# ---- block 1 ----
**config.mk**
```make
export PLATFORM = sky130hd
export DESIGN_NAME = dma_calc_regs_axi4l
export DESIGN_NICKNAME = d
export VERILOG_FILES = /design/src/rtl/dma_calc_regs_axi4l.sv
export SDC_FILE = /design/constraint.sdc
export NUM_CORES = 1
export LEC_CHECK = 0
export CAP_MARGIN = 20
export CORE_AREA = 4 4 154 156
export CTS_CLUSTER_DIAMETER = 30
export DETAILED_ROUTE_END_ITERATION = 7
export DIE_AREA = 0 0 158 160
export GPL_TIMING_DRIVEN = 0
export PLACE_DENSITY_LB_ADDON = 0.12
export RECOVER_POWER = 100
export REMOVE_ABC_BUFFERS = 1
export SLEW_MARGIN = 10
export SYNTH_ARGS = -nofsm -noshare
export SYNTH_HDL_FRONTEND = slang
export SYNTH_SLANG_ARGS = --single-unit
```
**constraint.sdc**
```tcl
create_clock -name clk -period 13.8 [get_ports clk]
set_clock_uncertainty 0.15 [all_clocks]
set_input_delay 4.14 -clock clk [delete_from_list [all_inputs] [get_ports clk]]
set_output_delay 4.14 -clock clk [all_outputs]
set_load 0.01 [all_outputs]
```
**src/rtl/dma_calc_regs_axi4l.sv**
```systemverilog
// AXI4-Lite register block that configures and launches the DMA calc core and
// reports its completion through a sticky status bit and a registered level interrupt.
module dma_calc_regs_axi4l #(
    parameter int          AXI4L_ADDR_WIDTH = 40,
    parameter int          AXI4L_DATA_WIDTH = 64,
    parameter int          AXI4L_STRB_WIDTH = AXI4L_DATA_WIDTH / 8,
    parameter logic [63:0] CORE_ID          = 64'h0000_0000_0527_0001
) (
    input  logic                        clk,
    input  logic                        reset,

    input  logic [AXI4L_ADDR_WIDTH-1:0] s_axi4l_awaddr,
    input  logic [2:0]                  s_axi4l_awprot,
    input  logic                        s_axi4l_awvalid,
    output logic                        s_axi4l_awready,
    input  logic [AXI4L_DATA_WIDTH-1:0] s_axi4l_wdata,
    input  logic [AXI4L_STRB_WIDTH-1:0] s_axi4l_wstrb,
    input  logic                        s_axi4l_wvalid,
    output logic                        s_axi4l_wready,
    output logic [1:0]                  s_axi4l_bresp,
    output logic                        s_axi4l_bvalid,
    input  logic                        s_axi4l_bready,
    input  logic [AXI4L_ADDR_WIDTH-1:0] s_axi4l_araddr,
    input  logic [2:0]                  s_axi4l_arprot,
    input  logic                        s_axi4l_arvalid,
    output logic                        s_axi4l_arready,
    output logic [AXI4L_DATA_WIDTH-1:0] s_axi4l_rdata,
    output logic [1:0]                  s_axi4l_rresp,
    output logic                        s_axi4l_rvalid,
    input  logic                        s_axi4l_rready,

    output logic                        core_start,
    output logic [63:0]                 core_src_addr,
    output logic [63:0]                 core_dst_addr,
    output logic [31:0]                 core_size,
    input  logic                        core_busy,
    input  logic                        core_done,
    output logic                        irq
);

    localparam logic [2:0] IDX_ID      = 3'd0;
    localparam logic [2:0] IDX_CONTROL = 3'd1;
    localparam logic [2:0] IDX_STATUS  = 3'd2;
    localparam logic [2:0] IDX_IRQ_EN  = 3'd3;
    localparam logic [2:0] IDX_IRQ_STS = 3'd4;
    localparam logic [2:0] IDX_SRC     = 3'd5;
    localparam logic [2:0] IDX_DST     = 3'd6;
    localparam logic [2:0] IDX_SIZE    = 3'd7;

    logic        r_bvalid;
    logic        r_rvalid;
    logic [63:0] r_rdata;
    logic        r_start;
    logic        r_done;
    logic        r_irq_en;
    logic        r_irq_sts;
    logic        r_irq;
    logic [63:0] r_src;
    logic [63:0] r_dst;
    logic [31:0] r_size;

    logic        w_wr_accept;
    logic        w_rd_accept;
    logic        w_start_req;
    logic        w_irq_clear;
    logic [2:0]  w_wr_idx;
    logic [2:0]  w_rd_idx;
    logic [63:0] w_rd_data;
    logic [63:0] w_src_next;
    logic [63:0] w_dst_next;
    logic [63:0] w_size_next;
    logic        w_unused;

    function automatic logic [63:0] merge_bytes(input logic [63:0] old_val,
                                                input logic [63:0] new_val,
                                                input logic [7:0]  strb);
        merge_bytes = old_val;
        for (int i = 0; i < 8; i++) begin
            if (strb[i]) merge_bytes[8*i +: 8] = new_val[8*i +: 8];
        end
    endfunction

    // Readies are combinational so a transfer is accepted in the cycle it is offered;
    // reset masks them so nothing is taken until the first edge after release.
    assign w_wr_accept = s_axi4l_awvalid & s_axi4l_wvalid & ~r_bvalid & ~reset;
    assign w_rd_accept = s_axi4l_arvalid & ~r_rvalid & ~reset;
    assign w_wr_idx    = s_axi4l_awaddr[5:3];
    assign w_rd_idx    = s_axi4l_araddr[5:3];

    assign w_start_req = w_wr_accept & (w_wr_idx == IDX_CONTROL) & s_axi4l_wstrb[0] &
                         s_axi4l_wdata[0] & ~core_busy & ~r_start;
    assign w_irq_clear = w_wr_accept & (w_wr_idx == IDX_IRQ_STS) & s_axi4l_wstrb[0] &
                         s_axi4l_wdata[0];

    assign w_src_next  = merge_bytes(r_src, s_axi4l_wdata, s_axi4l_wstrb);
    assign w_dst_next  = merge_bytes(r_dst, s_axi4l_wdata, s_axi4l_wstrb);
    assign w_size_next = merge_bytes({32'd0, r_size}, s_axi4l_wdata, s_axi4l_wstrb);

    always_comb begin
        w_rd_data = 64'd0;
        case (w_rd_idx)
            IDX_ID:      w_rd_data = CORE_ID;
            IDX_CONTROL: w_rd_data = 64'd0;
            IDX_STATUS:  w_rd_data = {62'd0, r_done, core_busy};
            IDX_IRQ_EN:  w_rd_data = {63'd0, r_irq_en};
            IDX_IRQ_STS: w_rd_data = {63'd0, r_irq_sts};
            IDX_SRC:     w_rd_data = r_src;
            IDX_DST:     w_rd_data = r_dst;
            IDX_SIZE:    w_rd_data = {32'd0, r_size};
            default:     w_rd_data = 64'd0;
        endcase
    end

    always_ff @(posedge clk or posedge reset) begin
        if (reset) begin
            r_bvalid <= 1'b0;
            r_rvalid <= 1'b0;
            r_rdata  <= 64'd0;
        end else begin
            if (w_wr_accept)         r_bvalid <= 1'b1;
            else if (s_axi4l_bready) r_bvalid <= 1'b0;
            if (w_rd_accept) begin
                r_rvalid <= 1'b1;
                r_rdata  <= w_rd_data;
            end else if (s_axi4l_rready) begin
                r_rvalid <= 1'b0;
            end
        end
    end

    // A completion wins over both the start-clear of done and a coincident W1C.
    always_ff @(posedge clk or posedge reset) begin
        if (reset) begin
            r_start   <= 1'b0;
            r_done    <= 1'b0;
            r_irq_en  <= 1'b0;
            r_irq_sts <= 1'b0;
            r_irq     <= 1'b0;
            r_src     <= 64'd0;
            r_dst     <= 64'd0;
            r_size    <= 32'd0;
        end else begin
            r_start <= w_start_req;
            r_irq   <= r_irq_en & r_irq_sts;
            if (core_done)    r_done <= 1'b1;
            else if (r_start) r_done <= 1'b0;
            if (core_done)        r_irq_sts <= 1'b1;
            else if (w_irq_clear) r_irq_sts <= 1'b0;
            if (w_wr_accept) begin
                case (w_wr_idx)
                    IDX_IRQ_EN: if (s_axi4l_wstrb[0]) r_irq_en <= s_axi4l_wdata[0];
                    IDX_SRC:    r_src  <= w_src_next;
                    IDX_DST:    r_dst  <= w_dst_next;
                    IDX_SIZE:   r_size <= w_size_next[31:0];
                    default:    ;
                endcase
            end
        end
    end

    assign s_axi4l_awready = w_wr_accept;
    assign s_axi4l_wready  = w_wr_accept;
    assign s_axi4l_arready = w_rd_accept;
    assign s_axi4l_bvalid  = r_bvalid;
    assign s_axi4l_bresp   = 2'b00;
    assign s_axi4l_rvalid  = r_rvalid;
    assign s_axi4l_rresp   = 2'b00;
    assign s_axi4l_rdata   = r_rdata;

    assign core_start    = r_start;
    assign core_src_addr = r_src;
    assign core_dst_addr = r_dst;
    assign core_size     = r_size;
    assign irq           = r_irq;

    assign w_unused = ^{s_axi4l_awprot, s_axi4l_arprot, s_axi4l_awaddr, s_axi4l_araddr,
                        w_size_next[63:32]};

endmodule

```
# ---- block 2 ----
==> src/rtl/bp_pkg.sv <==
// Shared types and helpers for the fetch-stage branch predictor.
// Contents:
//   SNT/WNT/WT/ST   - 2-bit saturating counter encodings
//   TAG_MAX_W       - storage width of the tag field (fits any IDX_W >= 0)
//   bp_entry_t      - one table entry {valid, tag, target, ctr}
//   sat_update()    - saturating counter step towards the resolved outcome
package bp_pkg;

    localparam logic [1:0] SNT = 2'b00;
    localparam logic [1:0] WNT = 2'b01;
    localparam logic [1:0] WT  = 2'b10;
    localparam logic [1:0] ST  = 2'b11;

    // Tags are stored zero-extended to pc[31:2] width; only TAG_W bits are live.
    localparam int unsigned TAG_MAX_W = 30;

    typedef struct packed {
        logic                 valid;
        logic [TAG_MAX_W-1:0] tag;
        logic [31:0]          target;
        logic [1:0]           ctr;
    } bp_entry_t;

    function automatic logic [1:0] sat_update(input logic [1:0] ctr, input logic taken);
        if (taken) begin
            return (ctr == ST) ? ST : ctr + 2'd1;
        end
        return (ctr == SNT) ? SNT : ctr - 2'd1;
    endfunction

endpackage

==> src/rtl/branch_predictor_if.sv <==
// Bundle between the pipeline and the branch predictor.
// Fetch side : if_pc -> pred_hit, pred_taken, pred_next_pc
// Execute side: ex_valid, ex_pc, ex_is_branch, ex_is_jump, ex_taken, ex_target,
//               ex_pred_taken, ex_pred_target -> mispredict, redirect_pc
// Optional (BP_STATS_EN): stat_branches, stat_mispredicts
// Modports: master = pipeline, slave = predictor.
interface branch_predictor_if;

    logic [31:0] if_pc;
    logic        pred_hit;
    logic        pred_taken;
    logic [31:0] pred_next_pc;

    logic        ex_valid;
    logic [31:0] ex_pc;
    logic        ex_is_branch;
    logic        ex_is_jump;
    logic        ex_taken;
    logic [31:0] ex_target;
    logic        ex_pred_taken;
    logic [31:0] ex_pred_target;
    logic        mispredict;
    logic [31:0] redirect_pc;

`ifdef BP_STATS_EN
    logic [31:0] stat_branches;
    logic [31:0] stat_mispredicts;
`endif

    modport master (
        output if_pc,
        input  pred_hit, pred_taken, pred_next_pc,
        output ex_valid, ex_pc, ex_is_branch, ex_is_jump, ex_taken, ex_target,
        output ex_pred_taken, ex_pred_target,
        input  mispredict, redirect_pc
`ifdef BP_STATS_EN
        ,
        input  stat_branches, stat_mispredicts
`endif
    );

    modport slave (
        input  if_pc,
        output pred_hit, pred_taken, pred_next_pc,
        input  ex_valid, ex_pc, ex_is_branch, ex_is_jump, ex_taken, ex_target,
        input  ex_pred_taken, ex_pred_target,
        output mispredict, redirect_pc
`ifdef BP_STATS_EN
        ,
        output stat_branches, stat_mispredicts
`endif
    );

endinterface

==> src/rtl/bp_resolve.sv <==
// Combinational mispredict / redirect generation from the execute-stage outcome.
// Inputs : rst_i (gates mispredict), ex_* resolved and carried-down prediction fields
// Outputs: mispredict_o, redirect_pc_o (ex_pc+4 whenever no target redirect applies)
module bp_resolve (
    input  logic        rst_i,
    input  logic        ex_valid_i,
    input  logic [31:0] ex_pc_i,
    input  logic        ex_is_branch_i,
    input  logic        ex_is_jump_i,
    input  logic        ex_taken_i,
    input  logic [31:0] ex_target_i,
    input  logic        ex_pred_taken_i,
    input  logic [31:0] ex_pred_target_i,
    output logic        mispredict_o,
    output logic [31:0] redirect_pc_o
);

    logic        is_ctrl;
    logic [31:0] pc_plus4;

    assign is_ctrl  = ex_is_branch_i | ex_is_jump_i;
    assign pc_plus4 = ex_pc_i + 32'd4;

    always_comb begin
        mispredict_o = 1'b0;
        if (ex_valid_i && !rst_i) begin
            if (is_ctrl) begin
                mispredict_o = (ex_taken_i != ex_pred_taken_i) ||
                               (ex_taken_i && (ex_target_i != ex_pred_target_i));
            end else begin
                // A non-control instruction should never have been predicted taken.
                mispredict_o = ex_pred_taken_i;
            end
        end
    end

    assign redirect_pc_o = (mispredict_o && is_ctrl && ex_taken_i) ? ex_target_i : pc_plus4;

endmodule

==> src/rtl/branch_predictor.sv <==
// Fetch-stage branch predictor: direct-mapped table of 2-bit counters plus BTB targets.
// Ports:
//   clk, rst  - rising-edge clock, asynchronous active-high reset
//   bp        - branch_predictor_if.slave (fetch lookup, execute training, redirect)
// Lookup is combinational from the registered table (no write-through); training
// writes at the next rising edge. Optional macro BP_STATS_EN adds branch and
// mispredict counters on the interface.
module branch_predictor
    import bp_pkg::*;
#(
    parameter int unsigned IDX_W = 4,
    parameter int unsigned TAG_W = 32 - IDX_W - 2
) (
    input  logic               clk,
    input  logic               rst,
    branch_predictor_if.slave  bp
);

    localparam int unsigned Entries = 2 ** IDX_W;

    bp_entry_t tbl_q [Entries];

    function automatic logic [TAG_MAX_W-1:0] tag_of(input logic [31:0] pc);
        logic [TAG_MAX_W-1:0] t;
        t = '0;
        t[TAG_W-1:0] = pc[31 -: TAG_W];
        return t;
    endfunction

    // ---------------- Lookup ----------------
    logic [IDX_W-1:0] if_idx;
    bp_entry_t        rd_entry;
    logic             rd_hit;

    assign if_idx   = bp.if_pc[IDX_W+1:2];
    assign rd_entry = tbl_q[if_idx];
    assign rd_hit   = rd_entry.valid && (rd_entry.tag == tag_of(bp.if_pc));

    assign bp.pred_hit     = rd_hit;
    assign bp.pred_taken   = rd_hit & rd_entry.ctr[1];
    assign bp.pred_next_pc = (rd_hit & rd_entry.ctr[1]) ? rd_entry.target
                                                        : bp.if_pc + 32'd4;

    // ---------------- Training ----------------
    logic [IDX_W-1:0] upd_idx;
    bp_entry_t        old_entry;
    bp_entry_t        upd_entry;
    logic             upd_en;
    logic             ex_hit;

    assign upd_idx   = bp.ex_pc[IDX_W+1:2];
    assign old_entry = tbl_q[upd_idx];
    assign ex_hit    = old_entry.valid && (old_entry.tag == tag_of(bp.ex_pc));

    always_comb begin
        upd_en    = 1'b0;
        upd_entry = old_entry;
        if (bp.ex_valid) begin
            if (bp.ex_is_jump) begin
                upd_en    = 1'b1;
                upd_entry = '{valid: 1'b1, tag: tag_of(bp.ex_pc), target: bp.ex_target, ctr: ST};
            end else if (bp.ex_is_branch) begin
                if (ex_hit) begin
                    upd_en        = 1'b1;
                    upd_entry.ctr = sat_update(old_entry.ctr, bp.ex_taken);
                    if (bp.ex_taken) begin
                        upd_entry.target = bp.ex_target;
                    end
                end else if (bp.ex_taken) begin
                    // Taken miss replaces whatever lives at this index.
                    upd_en    = 1'b1;
                    upd_entry = '{valid: 1'b1, tag: tag_of(bp.ex_pc), target: bp.ex_target,
                                  ctr: WT};
                end
            end else if (ex_hit) begin
                // Entry matches an instruction that is not control flow: stale, drop it.
                upd_en          = 1'b1;
                upd_entry.valid = 1'b0;
            end
        end
    end

    always_ff @(posedge clk or posedge rst) begin
        if (rst) begin
            for (int i = 0; i < Entries; i++) begin
                tbl_q[i] <= '{valid: 1'b0, tag: '0, target: '0, ctr: WNT};
            end
        end else if (upd_en) begin
            tbl_q[upd_idx] <= upd_entry;
        end
    end

    // ---------------- Resolve ----------------
    logic        misp;
    logic [31:0] redir;

    bp_resolve u_resolve (
        .rst_i            (rst),
        .ex_valid_i       (bp.ex_valid),
        .ex_pc_i          (bp.ex_pc),
        .ex_is_branch_i   (bp.ex_is_branch),
        .ex_is_jump_i     (bp.ex_is_jump),
        .ex_taken_i       (bp.ex_taken),
        .ex_target_i      (bp.ex_target),
        .ex_pred_taken_i  (bp.ex_pred_taken),
        .ex_pred_target_i (bp.ex_pred_target),
        .mispredict_o     (misp),
        .redirect_pc_o    (redir)
    );

    assign bp.mispredict  = misp;
    assign bp.redirect_pc = redir;

`ifdef BP_STATS_EN
    logic [31:0] stat_br_q, stat_br_d;
    logic [31:0] stat_mp_q, stat_mp_d;

    always_comb begin
        stat_br_d = stat_br_q;
        stat_mp_d = stat_mp_q;
        if (bp.ex_valid && (bp.ex_is_branch || bp.ex_is_jump)) begin
            stat_br_d = stat_br_q + 32'd1;
        end
        if (misp) begin
            stat_mp_d = stat_mp_q + 32'd1;
        end
    end

    always_ff @(posedge clk or posedge rst) begin
        if (rst) begin
            stat_br_q <= '0;
            stat_mp_q <= '0;
        end else begin
            stat_br_q <= stat_br_d;
            stat_mp_q <= stat_mp_d;
        end
    end

    assign bp.stat_branches    = stat_br_q;
    assign bp.stat_mispredicts = stat_mp_q;
`endif

endmodule

==> src/flat_wrapper.sv <==
// flat-port wrapper written by rule: the top's interface ports become plain ports
module branch_predictor_flat import bp_pkg::*;
#(
    parameter int unsigned IDX_W = 4,
    parameter int unsigned TAG_W = 32 - IDX_W - 2
)
  (clk, rst, bp_if_pc, bp_pred_hit, bp_pred_taken, bp_pred_next_pc, bp_ex_valid, bp_ex_pc, bp_ex_is_branch, bp_ex_is_jump, bp_ex_taken, bp_ex_target, bp_ex_pred_taken, bp_ex_pred_target, bp_mispredict, bp_redirect_pc);
  branch_predictor_if bp_i ();
  input  logic clk;
  input  logic rst;
  input wire logic [$bits(bp_i.if_pc)-1:0] bp_if_pc;
  output wire logic [$bits(bp_i.pred_hit)-1:0] bp_pred_hit;
  output wire logic [$bits(bp_i.pred_taken)-1:0] bp_pred_taken;
  output wire logic [$bits(bp_i.pred_next_pc)-1:0] bp_pred_next_pc;
  input wire logic [$bits(bp_i.ex_valid)-1:0] bp_ex_valid;
  input wire logic [$bits(bp_i.ex_pc)-1:0] bp_ex_pc;
  input wire logic [$bits(bp_i.ex_is_branch)-1:0] bp_ex_is_branch;
  input wire logic [$bits(bp_i.ex_is_jump)-1:0] bp_ex_is_jump;
  input wire logic [$bits(bp_i.ex_taken)-1:0] bp_ex_taken;
  input wire logic [$bits(bp_i.ex_target)-1:0] bp_ex_target;
  input wire logic [$bits(bp_i.ex_pred_taken)-1:0] bp_ex_pred_taken;
  input wire logic [$bits(bp_i.ex_pred_target)-1:0] bp_ex_pred_target;
  output wire logic [$bits(bp_i.mispredict)-1:0] bp_mispredict;
  output wire logic [$bits(bp_i.redirect_pc)-1:0] bp_redirect_pc;
  assign bp_i.if_pc = bp_if_pc;
  assign bp_pred_hit = bp_i.pred_hit;
  assign bp_pred_taken = bp_i.pred_taken;
  assign bp_pred_next_pc = bp_i.pred_next_pc;
  assign bp_i.ex_valid = bp_ex_valid;
  assign bp_i.ex_pc = bp_ex_pc;
  assign bp_i.ex_is_branch = bp_ex_is_branch;
  assign bp_i.ex_is_jump = bp_ex_is_jump;
  assign bp_i.ex_taken = bp_ex_taken;
  assign bp_i.ex_target = bp_ex_target;
  assign bp_i.ex_pred_taken = bp_ex_pred_taken;
  assign bp_i.ex_pred_target = bp_ex_pred_target;
  assign bp_mispredict = bp_i.mispredict;
  assign bp_redirect_pc = bp_i.redirect_pc;
  branch_predictor #(.IDX_W(IDX_W), .TAG_W(TAG_W)) u_core (.clk(clk), .rst(rst), .bp(bp_i));
endmodule
==> config.mk <==
export PLATFORM = sky130hd
export DESIGN_NAME = branch_predictor_flat
export DESIGN_NICKNAME = d
export VERILOG_FILES = /design/src/rtl/bp_pkg.sv /design/src/rtl/branch_predictor_if.sv /design/src/rtl/bp_resolve.sv /design/src/rtl/branch_predictor.sv /design/src/flat_wrapper.sv
export SDC_FILE = /design/constraint.sdc
export NUM_CORES = 2
export LEC_CHECK = 0
export ABC_CLOCK_PERIOD_IN_PS = 40700
export CAP_MARGIN = 20
export CELL_PAD_IN_SITES_DETAIL_PLACEMENT = 0
export CELL_PAD_IN_SITES_GLOBAL_PLACEMENT = 1
export CORE_MARGIN = 2
export CORE_UTILIZATION = 54
export DETAILED_ROUTE_END_ITERATION = 10
export PLACE_DENSITY = 0.92
export SYNTH_ARGS = -nofsm -noshare
export SYNTH_HDL_FRONTEND = slang
export SYNTH_SLANG_ARGS = --single-unit
==> constraint.sdc <==
create_clock -name clk -period 40.7 [get_ports clk]
set_clock_uncertainty 0.05 [all_clocks]
set_input_delay 6.105 -clock clk [delete_from_list [all_inputs] [get_ports clk]]
set_output_delay 6.105 -clock clk [all_outputs]
set_load 0.05 [all_outputs]

==> layout pictures side by side <==
The metal 3 layer.
picture 1
(1.5 px per µm)
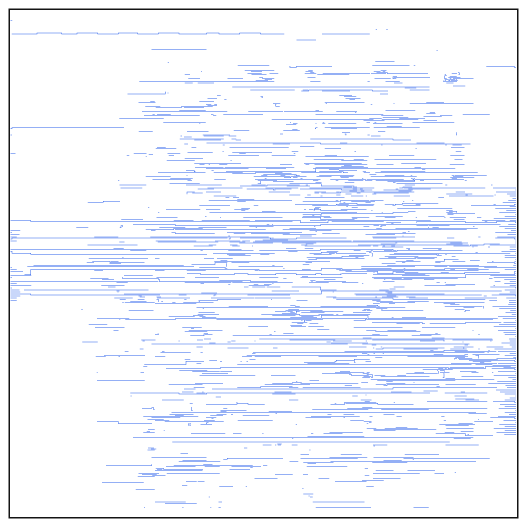
picture 2
(3 px per µm)
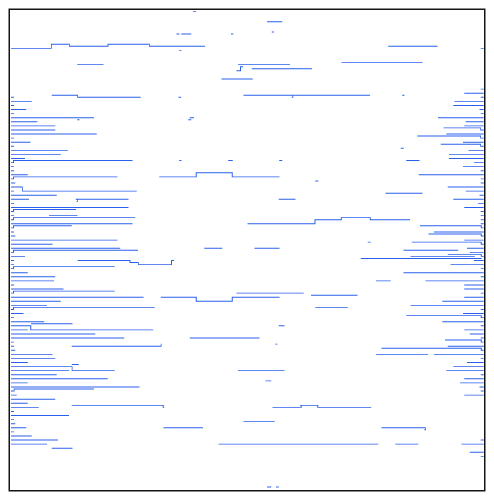
- picture 2 = block 1
- picture 1 = block 2
The one with the largest die is picture 1.

block_2/congestion.png
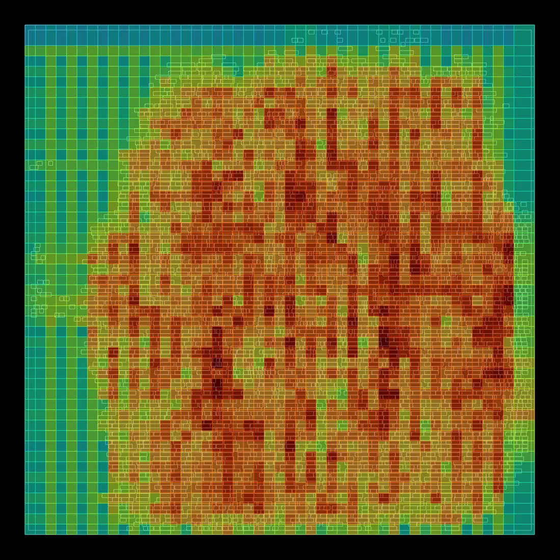
Total GRT Usage: 0.318
GRT met3 Usage: 0.107
GRT Max-Usage Layer: met2

==> results_slide.txt, block 2 <==
Flow Results at a Glance

Outcome
  • Status: complete, no violations

Logic synthesis
  • Syn nets: 3955
  • Post-synth regs: about 1.0k
  • Post-synth cell types: 71
  • YS chip area: about 0.06 mm²
  • Comb area leader: multiplexers
  • Post-synthesis sequential area ratio: 0.433
  • Ys Warns: 0

CTS
  • CTS tree: done
  • H-tree depth: 3
  • Post-CTS setup buffer count: 0

Cells and area
  • Register area: roughly 0.026 mm²
  • Fillers: 8138
  • Biggest regs: u_core.tbl_q x1040
  • Final core occ: 0.598
  • Max FFs per register: 1040

Drt
  • First-pass DRT Iterations: 7

Placement
  • PortBufs: 201

Pwr
  • Clock power share: 0.323
  • Comb pwr share: 0.242

Min path
  • Hold Path End: u_core.tbl_q[190]
  • Tightest Hold Check Type: flip-flop to flip-flop

GRT
  • Global-route wire length before repair: ~260000 µm
  • Met1 usage: 0.429
  • Grt total ovfl: 0
  • Met2 Usage GRT: 0.468

Worst setup path
  • Start of the worst register-to-register path: u_core.tbl_q[710]

Floorplan
  • Die Ht: 338 µm
[block 2: cells in the final DEF (no fill, tap or decap), types with 14 or more instances in the layout]
| cell | n |
|---|---|
| o21ai_0 | 40 |
| clkbuf_1 | 15 |
| nor4_1 | 28 |
| nor2_1 | 41 |
| clkdlybuf4s50_1 | 193 |
| a211oi_1 | 14 |
| nand2_1 | 108 |
| clkbuf_16 | 108 |
| nand3_1 | 22 |
| and3_1 | 14 |
| mux2i_1 | 101 |
| clkinv_2 | 22 |
| dfstp_2 | 16 |
| buf_4 | 85 |
| clkbuf_8 | 34 |
| mux4_2 | 536 |
| mux2_1 | 60 |
| xnor2_1 | 105 |
| xor2_1 | 44 |
| nor2b_1 | 84 |
| a22oi_1 | 24 |
| a21oi_1 | 24 |
| mux2_2 | 619 |
| nand4_1 | 26 |
| dfrtp_1 | 1024 |
| mux2_4 | 400 |
[block 2: worst reg2reg max path: cells and delay by family, from the launching register on]
| family | cells | cell delay [ns] |
|---|---|---|
| compound gates | 2 | 0.98 |
| buf+inv | 2 | 1.33 |
| flops | 1 | 0.38 |
| mux | 1 | 0.43 |
| simple gates | 6 | 3.38 |
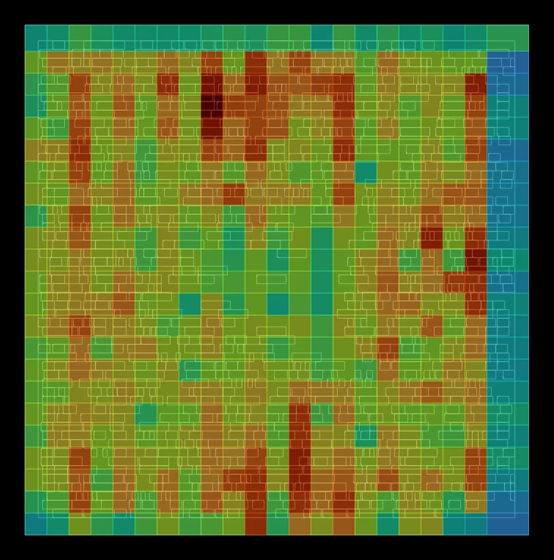
block_1/congestion.png
DR WL/cell: 20.8 µm
met2 Usage GRT: 0.370

==> results_slide.txt, block 1 <==
Flow Results at a Glance

Outcome
  • Status: complete, but fails checks
  • Violated checks: max-capacitance violations, max-slew violations

Cells and area
  • Final core occ: 0.663
  • Layout overhead on the synthesized area: 52.7%
  • Most instantiated logic cell after routing: dlygate4sd3_1
  • Number of antenna diodes: 0

Placement
  • Dpl cell area: 0.0132 mm²
  • DP HPWL: between 15000 and 20000 µm
  • PortBufs: 317

Floorplan
  • FP Util: 0.434
  • Core Footprint: between 0.02 and 0.025 mm²
  • I/O pin count: 402

GRT
  • GRT met3 Usage: 0.0889
  • Global-route wire length before repair: 44900 µm
  • Largest net degree at the start of global routing: 116
  • Met1 usage: 0.278
  • Grt total ovfl: 0

STA
  • Setup ws final: 2.63 ns
  • Hold WS: 0.318 ns
  • Slew Viols, Final: 277
  • Max Clock Freq: just under 90 MHz
  • Worst slew margin: -3.13

CTS
  • Post-CTS setup buffer count: 0
  • Root Buffer: clkbuf_16
  • CTS tree: done
  • Post-cts sizing count: 0
  • CTS clock-pin slew for the worst setup and hold paths: 0.04 ns

Worst setup path
  • Top cell by count, worst path: dlygate4sd3_1
  • Largest stage delay on the critical path: 0.74 ns
  • Critical Path End: s_axi4l_arready
  • Bufs and invs on worst path: 4
  • Flop-to-flop setup slack: 9.59 ns
  • CP Capture Type: output pin
  • Start of the worst register-to-register path: s_axi4l_rvalid

Logic synthesis
  • Post-synth regs: between 200 and 250
  • Synthesized instance count: around 700
  • Post-synth area hogs: dfrtp_1, mux2_2, a22oi_1
  • YS chip area: a little under 0.01 mm²

Drt
  • Vias after detailed routing: 7263

Flow run
  • Max-cap check violation count: 3
block 1: state kept, by name (all words and copies together) (netlist names):
name / count
s_axi4l_rvalid: 1
r_done: 1
s_axi4l_rdata: 64
core_start: 1
r_irq_sts: 1
core_dst_addr: 64
core_size: 32
s_axi4l_bvalid: 1
r_irq_en: 1
core_src_addr: 64
irq: 1
block 1: power by group:
part	switching (mW)	internal, mW
sequential	0.0506	0.756
combinational	0.150	0.189
clock	0.352	0.886
total	0.553	1.83
block 1: layout make-up:
type,instances,area [µm²]
fill,1714,7540
inverter,5,21.3
timing repair buffer,325,3300
multi-input combinational,443,3560
clock buffer,77,1580
clock inverter,15,230
sequential,231,5780
tap,285,357
block 1: worst min-delay path by stage:
stage	startpoint	end	cells past startpoint
floorplan	r_done	r_done	1
detailed placement	r_done	r_done	1
CTS	r_done	r_done	1
global route	s_axi4l_rdata[44]	s_axi4l_rdata[44]	2
global placement	s_axi4l_rdata[34]	s_axi4l_rdata[34]	2
finish	s_axi4l_rdata[20]	s_axi4l_rdata[20]	2
block 1: kinds of logic after synthesis:
logic type             Yosys count
AND/OR/NAND/NOR                119
multiplexers                   194
buffers and inverters           50
AND-OR/OR-AND                  126
other                            1
flip-flops                     231


==> gallery <==
Placement by cell class.
Plate I
(2 px per µm) Fill, decap, tap and diode cells in gray.
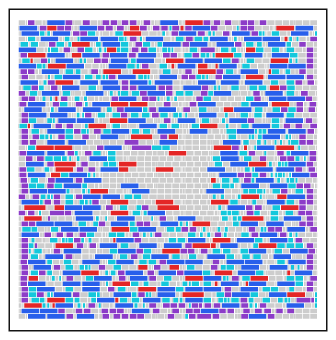
Plate II
(1 px per µm) Fill, decap, tap and diode cells in gray.
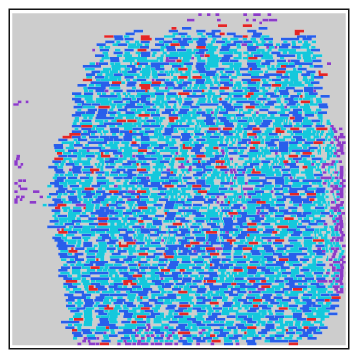
- block 1 = Plate I
- block 2 = Plate II
Of these, most sequential cells: Plate II

Key to Plate I:
Key: other buffers and delay cells = purple [cells 325]; combinational and other logic = cyan [cells 448]; flops = blue [cells 231]; clock drivers and dummy loads = red [cells 92]

Power and IR drop assume default switching activity.
